# ---- seg7_scan_ctrl_flat ----
==> seg7_scan_ctrl_flat/layers.png <==
Only two layers are drawn.
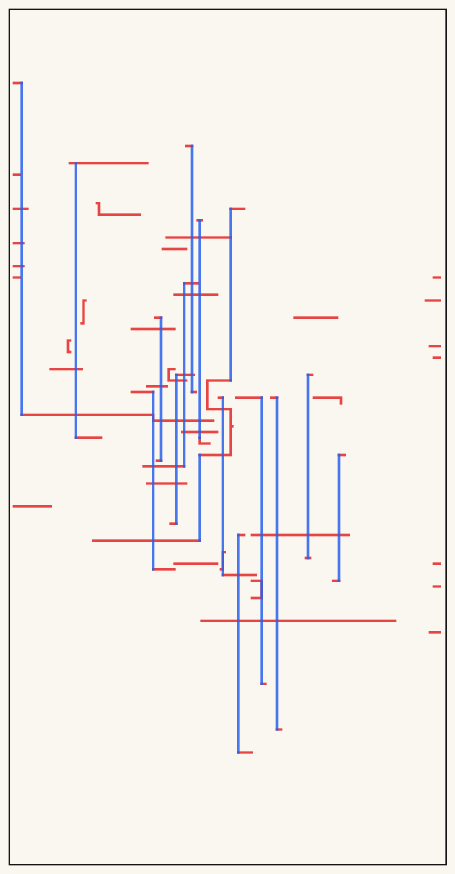

--- src/rtl/seg7_pkg.sv ---
// Shared constants for the factorisation-game display: game state encodings,
// glyph codes, the prime map shown for player input, and the message tables.
package seg7_pkg;

  typedef logic [3:0] game_state_t;

  localparam game_state_t ST_READY    = 4'h2;
  localparam game_state_t ST_QUESTION = 4'h3;
  localparam game_state_t ST_INPUT    = 4'h4;
  localparam game_state_t ST_DRAW     = 4'h6;
  localparam game_state_t ST_WRONG    = 4'h7;
  localparam game_state_t ST_GOOD     = 4'h8;
  localparam game_state_t ST_OUCH     = 4'h9;
  localparam game_state_t ST_WIN      = 4'hA;
  localparam game_state_t ST_LOSE     = 4'hB;

  // Decimal digits occupy codes 0..9 so a BCD nibble maps straight onto a glyph.
  typedef enum logic [4:0] {
    G_0, G_1, G_2, G_3, G_4, G_5, G_6, G_7, G_8, G_9,
    G_A, G_LB, G_C, G_LD, G_E, G_G, G_H, G_L, G_LO, G_LR,
    G_S, G_U, G_Y, G_DASH, G_BLANK
  } glyph_t;

  // Message tables are indexed by digit position; entry 0 is the rightmost digit.
  typedef glyph_t msg_t [4];

  localparam msg_t MSG_READY = '{G_Y,     G_LD, G_E,  G_LR};
  localparam msg_t MSG_WRONG = '{G_BLANK, G_LR, G_LR, G_E };
  localparam msg_t MSG_GOOD  = '{G_LD,    G_LO, G_LO, G_G };
  localparam msg_t MSG_OUCH  = '{G_H,     G_C,  G_U,  G_0 };
  localparam msg_t MSG_WIN   = '{G_BLANK, G_S,  G_E,  G_Y };
  localparam msg_t MSG_LOSE  = '{G_E,     G_S,  G_0,  G_L };
  localparam msg_t MSG_DRAW  = '{G_DASH,  G_DASH, G_DASH, G_DASH};

  localparam glyph_t PRIME_MAP [16] = '{
    G_DASH, G_2, G_3, G_5, G_7, G_1, G_3, G_7,
    G_9, G_3, G_BLANK, G_BLANK, G_BLANK, G_BLANK, G_BLANK, G_BLANK
  };

  function automatic glyph_t msg_glyph(game_state_t st, logic [1:0] pos);
    glyph_t g;
    case (st)
      ST_READY: g = MSG_READY[pos];
      ST_WRONG: g = MSG_WRONG[pos];
      ST_GOOD:  g = MSG_GOOD[pos];
      ST_OUCH:  g = MSG_OUCH[pos];
      ST_WIN:   g = MSG_WIN[pos];
      ST_LOSE:  g = MSG_LOSE[pos];
      ST_DRAW:  g = MSG_DRAW[pos];
      default:  g = G_BLANK;
    endcase
    return g;
  endfunction

  function automatic logic is_blink_state(game_state_t st);
    return st inside {ST_WRONG, ST_OUCH, ST_WIN, ST_LOSE};
  endfunction

endpackage

--- src/rtl/seg7_scan_ctrl_if.sv ---
// Game-controller to display-driver bundle: game inputs one way, board-pin
// segment/digit lines and the frame pulse the other.
interface seg7_scan_ctrl_if
  import seg7_pkg::*;
#(
  parameter int NUM_DIGITS = 4
);
  game_state_t             state;
  logic [3:0]              din;
  logic [4*NUM_DIGITS-1:0] que;
  logic [6:0]              n_hex;
  logic [NUM_DIGITS-1:0]   n_dig;
  logic                    frame;

  modport master (output state, din, que, input n_hex, n_dig, frame);
  modport slave  (input state, din, que, output n_hex, n_dig, frame);
endinterface

--- src/rtl/seg7_glyph_rom.sv ---
// Glyph code to active-low segment pattern {g,f,e,d,c,b,a}.
module seg7_glyph_rom
  import seg7_pkg::*;
(
  input  glyph_t     glyph,
  output logic [6:0] seg_n
);

  always_comb begin
    case (glyph)
      G_0:     seg_n = 7'h40;
      G_1:     seg_n = 7'h79;
      G_2:     seg_n = 7'h24;
      G_3:     seg_n = 7'h30;
      G_4:     seg_n = 7'h19;
      G_5:     seg_n = 7'h12;
      G_6:     seg_n = 7'h02;
      G_7:     seg_n = 7'h58;
      G_8:     seg_n = 7'h00;
      G_9:     seg_n = 7'h10;
      G_A:     seg_n = 7'h08;
      G_LB:    seg_n = 7'h03;
      G_C:     seg_n = 7'h46;
      G_LD:    seg_n = 7'h21;
      G_E:     seg_n = 7'h06;
      G_G:     seg_n = 7'h42;
      G_H:     seg_n = 7'h09;
      G_L:     seg_n = 7'h47;
      G_LO:    seg_n = 7'h23;
      G_LR:    seg_n = 7'h2F;
      G_S:     seg_n = 7'h12;
      G_U:     seg_n = 7'h41;
      G_Y:     seg_n = 7'h11;
      G_DASH:  seg_n = 7'h3F;
      default: seg_n = 7'h7F;
    endcase
  end

endmodule

--- src/rtl/seg7_scan_ctrl.sv ---
// Time-multiplexed N-digit common-anode display driver: scan prescaler, digit
// index, frame-based blink, state-change tracking and registered pin outputs.
module seg7_scan_ctrl
  import seg7_pkg::*;
#(
  parameter int NUM_DIGITS = 4,
  parameter int SCAN_DIV   = 50000,
  parameter int BLINK_DIV  = 64
) (
  input logic            clk,
  input logic            rst,
  seg7_scan_ctrl_if.slave bus
);

  localparam int PRESC_W = $clog2(SCAN_DIV);
  localparam int DIG_W   = (NUM_DIGITS > 1) ? $clog2(NUM_DIGITS) : 1;
  localparam int BLINK_W = (BLINK_DIV > 1) ? $clog2(BLINK_DIV) : 1;

  logic [PRESC_W-1:0] presc;
  logic [DIG_W-1:0]   idx;
  logic [BLINK_W-1:0] bcnt;
  logic               blink_on;
  logic               wrap_q;
  game_state_t        state_q;

  logic   last_tick, last_digit, wrap, state_chg, visible, upper_zero;
  int     idx_i;
  logic [3:0] nib;
  glyph_t glyph;
  logic [6:0] seg_n;

  assign idx_i      = int'(idx);
  assign last_tick  = (presc == PRESC_W'(SCAN_DIV - 1));
  assign last_digit = (idx == DIG_W'(NUM_DIGITS - 1));
  assign wrap       = last_tick && last_digit;
  assign state_chg  = (bus.state != state_q);
  // A fresh state shows immediately even if the stored phase is still off.
  assign visible    = !is_blink_state(bus.state) || blink_on || state_chg;

  always_comb begin
    // NOTE: every always_comb output gets a default before any branch, so no path latches.
    upper_zero = 1'b1;
    glyph      = G_BLANK;
    for (int j = 0; j < NUM_DIGITS; j++)
      if (j >= idx_i && bus.que[4*j +: 4] != 4'h0) upper_zero = 1'b0;
    nib = bus.que[4*idx_i +: 4];
    case (bus.state)
      ST_QUESTION:
        if (nib <= 4'd9 && !(idx_i != 0 && upper_zero)) glyph = glyph_t'({1'b0, nib});
      ST_INPUT:
        if (idx_i == 0) glyph = PRIME_MAP[bus.din];
      ST_READY, ST_WRONG, ST_GOOD, ST_OUCH, ST_WIN, ST_LOSE, ST_DRAW:
        if (idx_i < 4) glyph = msg_glyph(bus.state, idx_i[1:0]);
      default: ;
    endcase
  end

  seg7_glyph_rom u_glyph_rom (
    .glyph (glyph),
    .seg_n (seg_n)
  );

  // NOTE: non-blocking assignments throughout, so every register sees pre-edge values.
  always_ff @(posedge clk) begin
    if (rst) begin
      presc     <= '0;
      idx       <= '0;
      bcnt      <= '0;
      blink_on  <= 1'b1;
      wrap_q    <= 1'b0;
      state_q   <= '0;
      bus.n_hex <= 7'h7F;
      bus.n_dig <= '1;
      bus.frame <= 1'b0;
    end else begin
      presc <= last_tick ? '0 : presc + 1'b1;
      if (last_tick) idx <= last_digit ? '0 : idx + 1'b1;

      // Outputs lag the index by one cycle, so the frame pulse needs one extra stage.
      wrap_q    <= wrap;
      bus.frame <= wrap_q;

      state_q <= bus.state;
      if (state_chg) begin
        bcnt     <= '0;
        blink_on <= 1'b1;
      end else if (wrap) begin
        if (bcnt == BLINK_W'(BLINK_DIV - 1)) begin
          bcnt     <= '0;
          blink_on <= ~blink_on;
        end else begin
          bcnt <= bcnt + 1'b1;
        end
      end

      bus.n_dig <= ~(NUM_DIGITS'(1) << idx);
      bus.n_hex <= visible ? seg_n : 7'h7F;
    end
  end

endmodule
--- src/flat_wrapper.sv ---
// flat-port wrapper written by rule: the top's interface ports become plain ports
module seg7_scan_ctrl_flat import seg7_pkg::*;
#(
  parameter int NUM_DIGITS = 4,
  parameter int SCAN_DIV   = 50000,
  parameter int BLINK_DIV  = 64
)
  (clk, rst, bus_state, bus_din, bus_que, bus_n_hex, bus_n_dig, bus_frame);
  seg7_scan_ctrl_if #(.NUM_DIGITS(NUM_DIGITS)) bus_i ();
  input logic clk;
  input logic rst;
  input wire logic [$bits(bus_i.state)-1:0] bus_state;
  input wire logic [$bits(bus_i.din)-1:0] bus_din;
  input wire logic [$bits(bus_i.que)-1:0] bus_que;
  output wire logic [$bits(bus_i.n_hex)-1:0] bus_n_hex;
  output wire logic [$bits(bus_i.n_dig)-1:0] bus_n_dig;
  output wire logic [$bits(bus_i.frame)-1:0] bus_frame;
  assign bus_i.state = bus_state;
  assign bus_i.din = bus_din;
  assign bus_i.que = bus_que;
  assign bus_n_hex = bus_i.n_hex;
  assign bus_n_dig = bus_i.n_dig;
  assign bus_frame = bus_i.frame;
  seg7_scan_ctrl #(.NUM_DIGITS(NUM_DIGITS), .SCAN_DIV(SCAN_DIV), .BLINK_DIV(BLINK_DIV)) u_core (.clk(clk), .rst(rst), .bus(bus_i));
endmodule
--- config.mk ---
export PLATFORM = sky130hd
export DESIGN_NAME = seg7_scan_ctrl_flat
export DESIGN_NICKNAME = d
export VERILOG_FILES = /design/src/rtl/seg7_pkg.sv /design/src/rtl/seg7_scan_ctrl_if.sv /design/src/rtl/seg7_glyph_rom.sv /design/src/rtl/seg7_scan_ctrl.sv /design/src/flat_wrapper.sv
export SDC_FILE = /design/constraint.sdc
export NUM_CORES = 1
export LEC_CHECK = 0
export CORE_ASPECT_RATIO = 2
export CORE_MARGIN = 1
export CORE_UTILIZATION = 55
export DETAILED_ROUTE_END_ITERATION = 10
export PLACE_DENSITY = 0.9
export REMOVE_ABC_BUFFERS = 1
export SLEW_MARGIN = 20
export SYNTH_ARGS = -nofsm -noshare
export SYNTH_HDL_FRONTEND = slang
export SYNTH_SLANG_ARGS = --single-unit
--- constraint.sdc ---
create_clock -name clk -period 4.16 [get_ports clk]
set_clock_uncertainty 0.1 [all_clocks]
set_input_delay 0.832 -clock clk [delete_from_list [all_inputs] [get_ports clk]]
set_output_delay 0.832 -clock clk [all_outputs]
set_load 0.01 [all_outputs]
# ---- inst_mem_loader ----
===== src/rtl/inst_mem_loader.sv =====
// Boot-time instruction loader: packs 16-bit halfwords pairwise into 32-bit
// instruction-memory writes and holds fetch stalled until the load completes.
module inst_mem_loader #(
   parameter int          ADDR_W   = 32,
   parameter int          CNT_W    = 21,
   parameter logic [15:0] PAD_HALF = 16'h0000
) (
   input  logic              clk,
   input  logic              rst,
   input  logic              Load_Start,
   input  logic [ADDR_W-1:0] Load_Base,
   input  logic [CNT_W-1:0]  Load_Count,
   input  logic [15:0]       Data_In,
   input  logic              Data_Valid,
   output logic              Data_Ready,
   output logic [ADDR_W-1:0] Write_Address,
   output logic [31:0]       OP_Code,
   output logic              Write_Enable,
   output logic              Fetch_Stall,
   output logic              Load_Busy,
   output logic              Load_Done,
   output logic [CNT_W-1:0]  Halfword_Count
);

   typedef enum logic [2:0] {IDLE, CAP_HI, CAP_LO, WRITE, DONE} state_t;

   state_t            state_q, state_d;
   logic [ADDR_W-1:0] addr_q, addr_d;
   logic [ADDR_W-1:0] waddr_q, waddr_d;
   logic [CNT_W-1:0]  rem_q, rem_d;
   logic [CNT_W-1:0]  hcnt_q, hcnt_d;
   logic [15:0]       hi_q, hi_d;
   logic [15:0]       lo_q, lo_d;
   logic [31:0]       op_q, op_d;
   logic              ready_q, ready_d;
   logic              we_q, we_d;
   logic              stall_q, stall_d;
   logic              busy_q, busy_d;
   logic              done_q, done_d;
   logic              hs;

   always_comb begin
      state_d = state_q;
      addr_d  = addr_q;
      waddr_d = waddr_q;
      rem_d   = rem_q;
      hcnt_d  = hcnt_q;
      hi_d    = hi_q;
      lo_d    = lo_q;
      op_d    = op_q;
      hs      = Data_Valid && ready_q;

      case (state_q)
         IDLE, DONE: begin
            if (Load_Start) begin
               if (Load_Count != '0) begin
                  addr_d  = Load_Base;
                  rem_d   = Load_Count;
                  hcnt_d  = '0;
                  state_d = CAP_HI;
               end else begin
                  state_d = DONE;
               end
            end
         end
         CAP_HI: begin
            if (hs) begin
               hi_d   = Data_In;
               rem_d  = rem_q - CNT_W'(1);
               hcnt_d = hcnt_q + CNT_W'(1);
               if (rem_q == CNT_W'(1)) begin
                  // Odd count: the final halfword is paired with padding.
                  lo_d    = PAD_HALF;
                  op_d    = {Data_In, PAD_HALF};
                  waddr_d = addr_q;
                  state_d = WRITE;
               end else begin
                  state_d = CAP_LO;
               end
            end
         end
         CAP_LO: begin
            if (hs) begin
               lo_d    = Data_In;
               rem_d   = rem_q - CNT_W'(1);
               hcnt_d  = hcnt_q + CNT_W'(1);
               op_d    = {hi_q, Data_In};
               waddr_d = addr_q;
               state_d = WRITE;
            end
         end
         WRITE: begin
            addr_d  = addr_q + ADDR_W'(2);
            state_d = (rem_q == '0) ? DONE : CAP_HI;
         end
         default: state_d = IDLE;
      endcase

      // Outputs are decoded from the next state so they leave a flop.
      ready_d = (state_d == CAP_HI) || (state_d == CAP_LO);
      we_d    = (state_d == WRITE);
      busy_d  = (state_d == CAP_HI) || (state_d == CAP_LO) || (state_d == WRITE);
      done_d  = (state_d == DONE);
      stall_d = (state_d != DONE);
   end

   always_ff @(posedge clk) begin
      if (!rst) begin
         state_q <= IDLE;
         addr_q  <= '0;
         waddr_q <= '0;
         rem_q   <= '0;
         hcnt_q  <= '0;
         hi_q    <= '0;
         lo_q    <= '0;
         op_q    <= '0;
         ready_q <= 1'b0;
         we_q    <= 1'b0;
         stall_q <= 1'b1;
         busy_q  <= 1'b0;
         done_q  <= 1'b0;
      end else begin
         state_q <= state_d;
         addr_q  <= addr_d;
         waddr_q <= waddr_d;
         rem_q   <= rem_d;
         hcnt_q  <= hcnt_d;
         hi_q    <= hi_d;
         lo_q    <= lo_d;
         op_q    <= op_d;
         ready_q <= ready_d;
         we_q    <= we_d;
         stall_q <= stall_d;
         busy_q  <= busy_d;
         done_q  <= done_d;
      end
   end

   assign Data_Ready     = ready_q;
   assign Write_Address  = waddr_q;
   assign OP_Code        = op_q;
   assign Write_Enable   = we_q;
   assign Fetch_Stall    = stall_q;
   assign Load_Busy      = busy_q;
   assign Load_Done      = done_q;
   assign Halfword_Count = hcnt_q;

endmodule


===== config.mk =====
export PLATFORM = sky130hd
export DESIGN_NAME = inst_mem_loader
export DESIGN_NICKNAME = d
export VERILOG_FILES = /design/src/rtl/inst_mem_loader.sv
export SDC_FILE = /design/constraint.sdc
export NUM_CORES = 1
export LEC_CHECK = 0
export CORE_ASPECT_RATIO = 1.4
export CORE_MARGIN = 4
export CORE_UTILIZATION = 45
export DETAILED_ROUTE_END_ITERATION = 12
export GPL_ROUTABILITY_DRIVEN = 0
export PLACE_DENSITY = 0.83
export SLEW_MARGIN = 20
export SYNTH_ARGS = -nofsm -noshare
export SYNTH_HDL_FRONTEND = slang
export SYNTH_SLANG_ARGS = --single-unit

===== constraint.sdc =====
create_clock -name clk -period 3 [get_ports clk]
set_clock_uncertainty 0.05 [all_clocks]
set_input_delay 0.6 -clock clk [delete_from_list [all_inputs] [get_ports clk]]
set_output_delay 0.6 -clock clk [all_outputs]
set_load 0.1 [all_outputs]

# ---- fifo_push_arbiter ----
$ cat src/rtl/fifo_push_arbiter_pkg.sv
// Shared defaults and width helpers for the fifo push arbiter.
// Also used by any other scheduler that attaches to the same sample fifo.
package fifo_push_arbiter_pkg;

  localparam int DEF_NUM_REQ      = 4;
  localparam int DEF_DW           = 32;
  localparam int DEF_DEPTH        = 16;
  localparam int DEF_AFULL_THRESH = 12;

  // Width of a sample count able to hold every value 0..depth inclusive.
  function automatic int count_width(input int depth);
    return $clog2(depth) + 1;
  endfunction

  function automatic int ptr_width(input int n);
    return (n > 1) ? $clog2(n) : 1;
  endfunction

endpackage

$ cat src/rtl/fifo_push_arbiter_rr_pick.sv
// Combinational round-robin picker: the first set bit of eligible_i at or after
// ptr_i, searching upward with wrap-around modulo N.
module fifo_push_arbiter_rr_pick
  import fifo_push_arbiter_pkg::*;
#(
  parameter int N  = DEF_NUM_REQ,
  parameter int PW = ptr_width(N)
) (
  input  logic [N-1:0]  eligible_i,
  input  logic [PW-1:0] ptr_i,
  output logic [N-1:0]  grant_o,
  output logic [PW-1:0] idx_o,
  output logic          valid_o
);

  logic [PW:0] cand;

  always_comb begin
    grant_o = '0;
    idx_o   = '0;
    valid_o = 1'b0;
    cand    = '0;
    for (int k = 0; k < N; k++) begin
      // Explicit wrap, so N need not be a power of two.
      cand = {1'b0, ptr_i} + (PW+1)'(k);
      if (cand >= (PW+1)'(N)) begin
        cand = cand - (PW+1)'(N);
      end
      if (!valid_o && eligible_i[cand[PW-1:0]]) begin
        valid_o                = 1'b1;
        idx_o                  = cand[PW-1:0];
        grant_o[cand[PW-1:0]]  = 1'b1;
      end
    end
  end

endmodule

$ cat src/rtl/fifo_push_arbiter.sv
// Round-robin sharing of one fifo write port between NUM_REQ producers.
// The attached fifo's own reset is active-high: drive it from ~wb_rst_n.
module fifo_push_arbiter
  import fifo_push_arbiter_pkg::*;
#(
  parameter int NUM_REQ      = DEF_NUM_REQ,
  parameter int DW           = DEF_DW,
  parameter int DEPTH        = DEF_DEPTH,
  parameter int AFULL_THRESH = DEF_AFULL_THRESH
) (
  input  logic                          wb_clk,
  input  logic                          wb_rst_n,
  input  logic                          enable,
  input  logic [NUM_REQ-1:0]            req,
  input  logic [NUM_REQ*DW-1:0]         req_data,
  output logic [NUM_REQ-1:0]            ack,
  output logic                          fifo_push,
  output logic [DW-1:0]                 fifo_data_in,
  input  logic                          fifo_full,
  input  logic [count_width(DEPTH)-1:0] fifo_number_samples,
  output logic                          almost_full,
  output logic                          idle
);

  localparam int CW = count_width(DEPTH);
  localparam int LW = CW + 1;
  localparam int PW = ptr_width(NUM_REQ);

  logic               push_q, push_d;
  logic [NUM_REQ-1:0] ack_q, ack_d;
  logic [DW-1:0]      data_q, data_d;
  logic               afull_q, afull_d;
  logic [PW-1:0]      ptr_q, ptr_d;

  logic [LW-1:0]      level;
  logic               blocked;
  logic [NUM_REQ-1:0] eligible;
  logic [NUM_REQ-1:0] pick_grant;
  logic [PW-1:0]      pick_idx;
  logic               pick_valid;
  logic               grant_ok;

  // The push issued last cycle is not yet reflected in number_samples.
  assign level    = {1'b0, fifo_number_samples} + LW'(push_q);
  assign blocked  = !enable || fifo_full || (level >= LW'(DEPTH));
  // A requester acked this cycle still shows its old word, so skip it.
  assign eligible = req & ~ack_q;
  assign grant_ok = pick_valid && !blocked;

  fifo_push_arbiter_rr_pick #(
    .N  (NUM_REQ),
    .PW (PW)
  ) u_pick (
    .eligible_i (eligible),
    .ptr_i      (ptr_q),
    .grant_o    (pick_grant),
    .idx_o      (pick_idx),
    .valid_o    (pick_valid)
  );

  always_comb begin
    push_d  = grant_ok;
    ack_d   = grant_ok ? pick_grant : '0;
    data_d  = grant_ok ? req_data[pick_idx*DW +: DW] : data_q;
    afull_d = (level >= LW'(AFULL_THRESH));
    ptr_d   = ptr_q;
    if (grant_ok) begin
      ptr_d = (pick_idx == PW'(NUM_REQ - 1)) ? '0 : pick_idx + PW'(1);
    end
  end

  always_ff @(posedge wb_clk or negedge wb_rst_n) begin
    if (!wb_rst_n) begin
      push_q  <= 1'b0;
      ack_q   <= '0;
      data_q  <= '0;
      afull_q <= 1'b0;
      ptr_q   <= '0;
    end else begin
      push_q  <= push_d;
      ack_q   <= ack_d;
      data_q  <= data_d;
      afull_q <= afull_d;
      ptr_q   <= ptr_d;
    end
  end

  assign ack          = ack_q;
  assign fifo_push    = push_q;
  assign fifo_data_in = data_q;
  assign almost_full  = afull_q;
  assign idle         = (req == '0) && !push_q;

endmodule

$ cat config.mk
export PLATFORM = sky130hd
export DESIGN_NAME = fifo_push_arbiter
export DESIGN_NICKNAME = d
export VERILOG_FILES = /design/src/rtl/fifo_push_arbiter_pkg.sv /design/src/rtl/fifo_push_arbiter_rr_pick.sv /design/src/rtl/fifo_push_arbiter.sv
export SDC_FILE = /design/constraint.sdc
export NUM_CORES = 1
export LEC_CHECK = 0
export CORE_MARGIN = 5
export CORE_UTILIZATION = 42
export CTS_BUF_LIST = sky130_fd_sc_hd__clkbuf_8
export DETAILED_ROUTE_END_ITERATION = 7
export PLACE_DENSITY_LB_ADDON = 0.1
export SLEW_MARGIN = 20
export SYNTH_ARGS = -nofsm -noshare
export SYNTH_HDL_FRONTEND = slang
export SYNTH_SLANG_ARGS = --single-unit
$ cat constraint.sdc
create_clock -name wb_clk -period 3.5 [get_ports wb_clk]
set_input_delay 0.35 -clock wb_clk [delete_from_list [all_inputs] [get_ports wb_clk]]
set_output_delay 0.35 -clock wb_clk [all_outputs]
set_load 0.005 [all_outputs]
==> inst_mem_loader/congestion_map.png <==
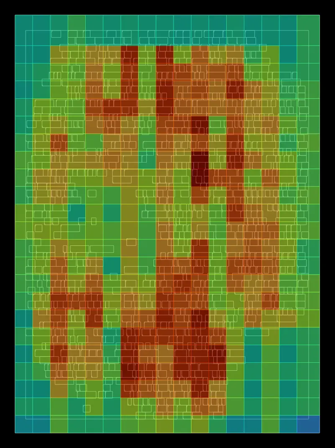
core occupancy in the finished layout: 0.596
met2 Use GR: 0.415
detail-routed net length per standard cell: 17.9 um
met3 layer usage reported by global route: 0.0420

==> impl_summary.log, inst_mem_loader <==
[flow] collecting metrics
INFO  metric run_status = finished clean
INFO  metric synth_dominant_cell_count = sky130_fd_sc_hd__dfxtp_1
INFO  metric numCtsBuffers = 17
INFO  metric syn-instance-count = 936
INFO  metric power.internal = 3860 uW
INFO  metric cp_data_required_time = 3.28 ns
INFO  metric clock_tree.buffer_depth = 2
INFO  metric floorplanUtilization = 0.462
INFO  metric synth.cell_area = 0.00780 mm^2
INFO  metric power_per_cell_area = 537 mW/mm^2
INFO  metric chip_area = 0.0195 mm^2
INFO  metric finalInstanceArea = 0.0101 mm^2
INFO  metric finalWirelength = 23.6 mm
INFO  metric timing_hold_violations_final = 0
INFO  metric layout.area.seq = 0.00324 mm^2
INFO  metric groute.usage.overall = 0.238
INFO  metric leading_cell_types_in_the_layout_fill_and_taps_excluded = sky130_fd_sc_hd__dfxtp_1 (162), sky130_fd_sc_hd__buf_4 (127), sky130_fd_sc_hd__a21oi_1 (112)
INFO  metric die-height = 164 um
INFO  metric openroad_warnings = 28
INFO  metric dominant_cells = multi-input combinational cells
INFO  metric post_layout_nonfiller_instances = 1320
INFO  metric rsz_0062_raised_after_global_routing = false
INFO  metric dr.max_layer_used = met4
INFO  metric simple_gate_area_frac = 0.216
INFO  metric place_ws = 0.112 ns
INFO  metric r2r_setup_slack = 0.49 ns
INFO  metric areaGrowthSynthToFinish = 29.0%
[inst_mem_loader: worst paths after layout]
path | startpoint | end | cells after the start
worst max-delay path | state_q[1] | rem_q[0] | 5
worst min-delay path | hi_q[13] | hi_q[13] | 2
worst max register to register | state_q[1] | rem_q[0] | 5
worst min register to register | hi_q[13] | hi_q[13] | 2
[inst_mem_loader: power groups by stage]
stage / registers, uW / logic [uW] / clock network [uW]
6_report: 2330 / 892 / 2190
5_1_grt: 2340 / 968 / 2300
4_1_cts: 2320 / 880 / 2210
3_5_place_dp: 2370 / 878 / 0
3_3_place_gp: 2370 / 866 / 0
2_1_floorplan: 2390 / 513 / 0
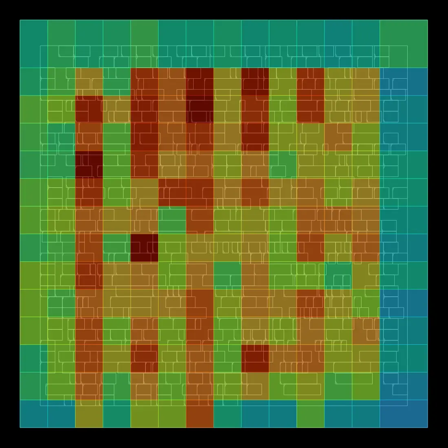
(fifo_push_arbiter/congestion_map.png)
all-layer global routing usage: 0.234
GRT Max-Usage Layer: met2
core occupancy in the finished layout: 0.682
met3 layer usage reported by global route: 0.0517
met1 usage in global routing: 0.280

==> fifo_push_arbiter/pinout.png <==
Pins as bars across the die edge, other pins in gray.
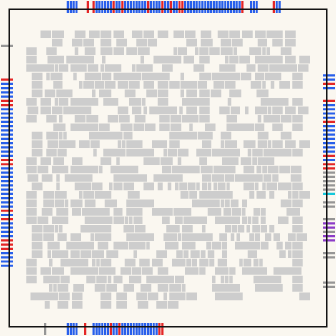
Key: blue = `req_data` [pins 128, direction input, edge 53 top, 35 left, 25 bottom, 15 right]; red = `fifo_data_in` [pins 32, direction output, edge 11 top, 10 left, 6 right, 5 bottom]; cyan = `enable` [pins 1, direction input, edge right]; purple = `req` [pins 4, direction input, edge right]
All pins by edge: 64 top, 46 left, 39 right, 31 bottom.
vertical die dimension: 102 um
width of the chip: 102 um

==> impl_summary.log, fifo_push_arbiter <==
[flow] collecting metrics
INFO  metric synth_top_area_share = 0.284
INFO  metric drcViolationCount = 0
INFO  metric placed_instance_count = 625
INFO  metric openroad_warnings = 35
INFO  metric critical_path.slowest_cell = sky130_fd_sc_hd__o21bai_4
INFO  metric antenna_violations_before_repair = 0
INFO  metric critPathLaunch = ptr_q[0]
INFO  metric cell_count_in_the_yosys_report = 358
INFO  metric cp_slowest_stage_delay = 0.56 ns
INFO  metric clock_tree.buffer_depth = 2
INFO  metric num-nonclk-inverters = 4
INFO  metric dpl.hpwl = 9.03 mm
INFO  metric cts-root-buf = sky130_fd_sc_hd__clkbuf_8
INFO  metric finalInstanceArea = 0.00560 mm^2
INFO  metric r2r_setup_slack = 0.57 ns
INFO  metric synth_dominant_cell_count = sky130_fd_sc_hd__nor2_1
INFO  metric depth_of_the_worst_register_to_register_path = 8
INFO  metric run_status = finished clean
INFO  metric p_total = 4380 uW
INFO  metric timing_hold_violations_final = 0
INFO  metric power.internal = 2520 uW
INFO  metric std_cell_rows = 33
INFO  metric design.core.area = 0.00822 mm^2
INFO  metric async_reset_ff_frac = 1.00
INFO  metric grt_first_pass_wirelength = 19.2 mm
INFO  metric grt_start_max_net_pins = 44
INFO  metric io_buffers = 179
INFO  metric power.group.top = combinational logic
INFO  metric initialDrtViolationCount = 182
INFO  metric fin_worst_skew = 0.0121 ns
[fifo_push_arbiter: per-layer routing]
metal	up-vias	wire (um)	global-route usage
met1	1819	4810	0.280
met4	0	201	0.0716
met2	172	6510	0.419
met3	20	1150	0.0517
li1	1728	-	-
met5	-	0	0
[fifo_push_arbiter: kinds of logic after synthesis]
| family | count (synthesis) | share of synthesized area |
|---|---|---|
| xor+xnor | 1 | 0.00248 |
| fa+ha+maj | 10 | 0.0355 |
| simple gates | 115 | 0.145 |
| compound gates | 91 | 0.267 |
| buf+inv | 34 | 0.0539 |
| flops | 40 | 0.284 |
| mux | 67 | 0.212 |
==> seg7_scan_ctrl_flat/ff_map.png <==
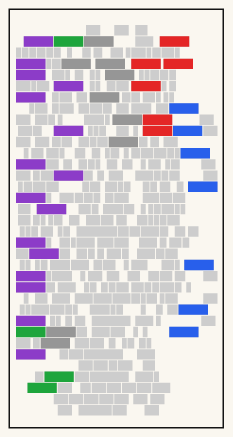
Key: red = `u_core.bcnt` [placed flops 6]; blue = `u_core.bus.n_hex` [placed flops 7]; green = `u_core.bus.n_dig` [placed flops 4]; purple = `u_core.presc` [placed flops 16]
sequential portion of the cell area: 0.258
flip-flop and latch area: 841 um^2

==> seg7_scan_ctrl_flat/congestion_map.png <==
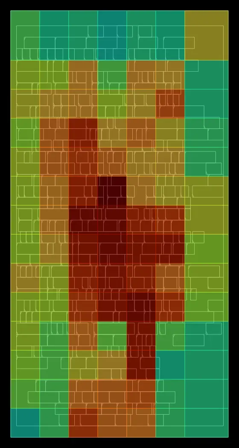
met1 usage in global routing: 0.273
detail-routed net length per standard cell: 16.4 um
met3 layer usage reported by global route: 0.0405

## Picture notes: seg7_scan_ctrl_flat/layers.png
Key: blue = M4 [wire length 392 um]; red = M3 [wire length 222 um]
routed wire length: 6.77 mm
routed via count: 2548
all-layer global routing usage: 0.294

==> impl_summary.log, seg7_scan_ctrl_flat <==
[flow] collecting metrics
INFO  metric firstDrtPassIters = 5
INFO  metric synth_flops = 42
INFO  metric cts_htree_levels = 2
INFO  metric r2r_setup_slack = 0.54 ns
INFO  metric numCtsBuffers = 5
INFO  metric period_needed = 3.71 ns
INFO  metric synth_xor_xnor_area_share = 0.0772
INFO  metric grt_first_pass_wirelength = 11.5 mm
INFO  metric post_layout_nonfiller_instances = 413
INFO  metric grt_start_max_net_pins = 18
INFO  metric timing.final.ws_setup = 0.453 ns
INFO  metric p_total = 893 uW
INFO  metric run_status = finished clean
INFO  metric buffer_count_excluding_the_clock_tree_in_the_final_layout = 48
INFO  metric ys_area = 0.00272 mm^2
INFO  metric post_cts.repair.setup_buffers = 0
[seg7_scan_ctrl_flat: power breakdown]
group / leakage (uW) / internal (uW) / total (uW) / switching, uW
combinational: 0.000856 / 91.9 / 187 / 94.9
clock: 0.0000489 / 137 / 286 / 148
sequential: 0.000342 / 416 / 420 / 4.74
[seg7_scan_ctrl_flat: flip-flops by register name, summed over array words and instances, names as in the netlist]
name / count
u_core.presc: 16
u_core.bus.n_hex: 7
u_core.bcnt: 6
u_core.bus.n_dig: 4
u_core.state_q: 4
u_core.idx: 2
u_core.blink_on: 1
u_core.bus.frame: 1
u_core.wrap_q: 1


==> notes/layouts.md <==
Pictures saved along the way, in no particular order.

Signal wires on met3.
picture 1
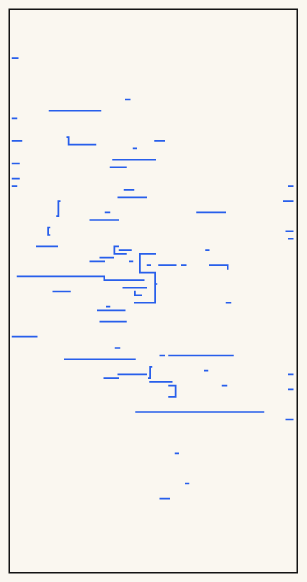
picture 2
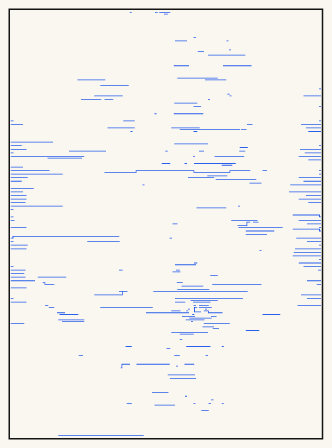
picture 3
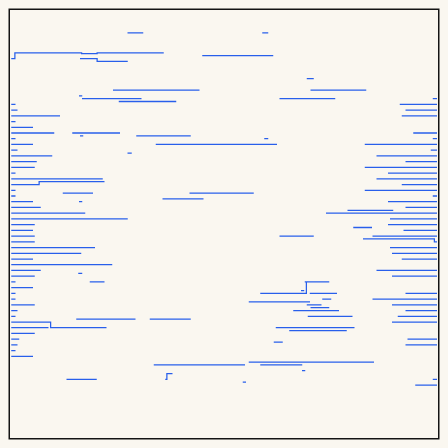
inst_mem_loader -> picture 2
seg7_scan_ctrl_flat -> picture 1
fifo_push_arbiter -> picture 3

Key to picture 2:
149 nets have wire on it. The wires run mostly horizontal. The layer holds 5.8% of the routed length. The longest straight run is 40.5 um.

No activity file was given, so power comes from the tool's default toggle rates.
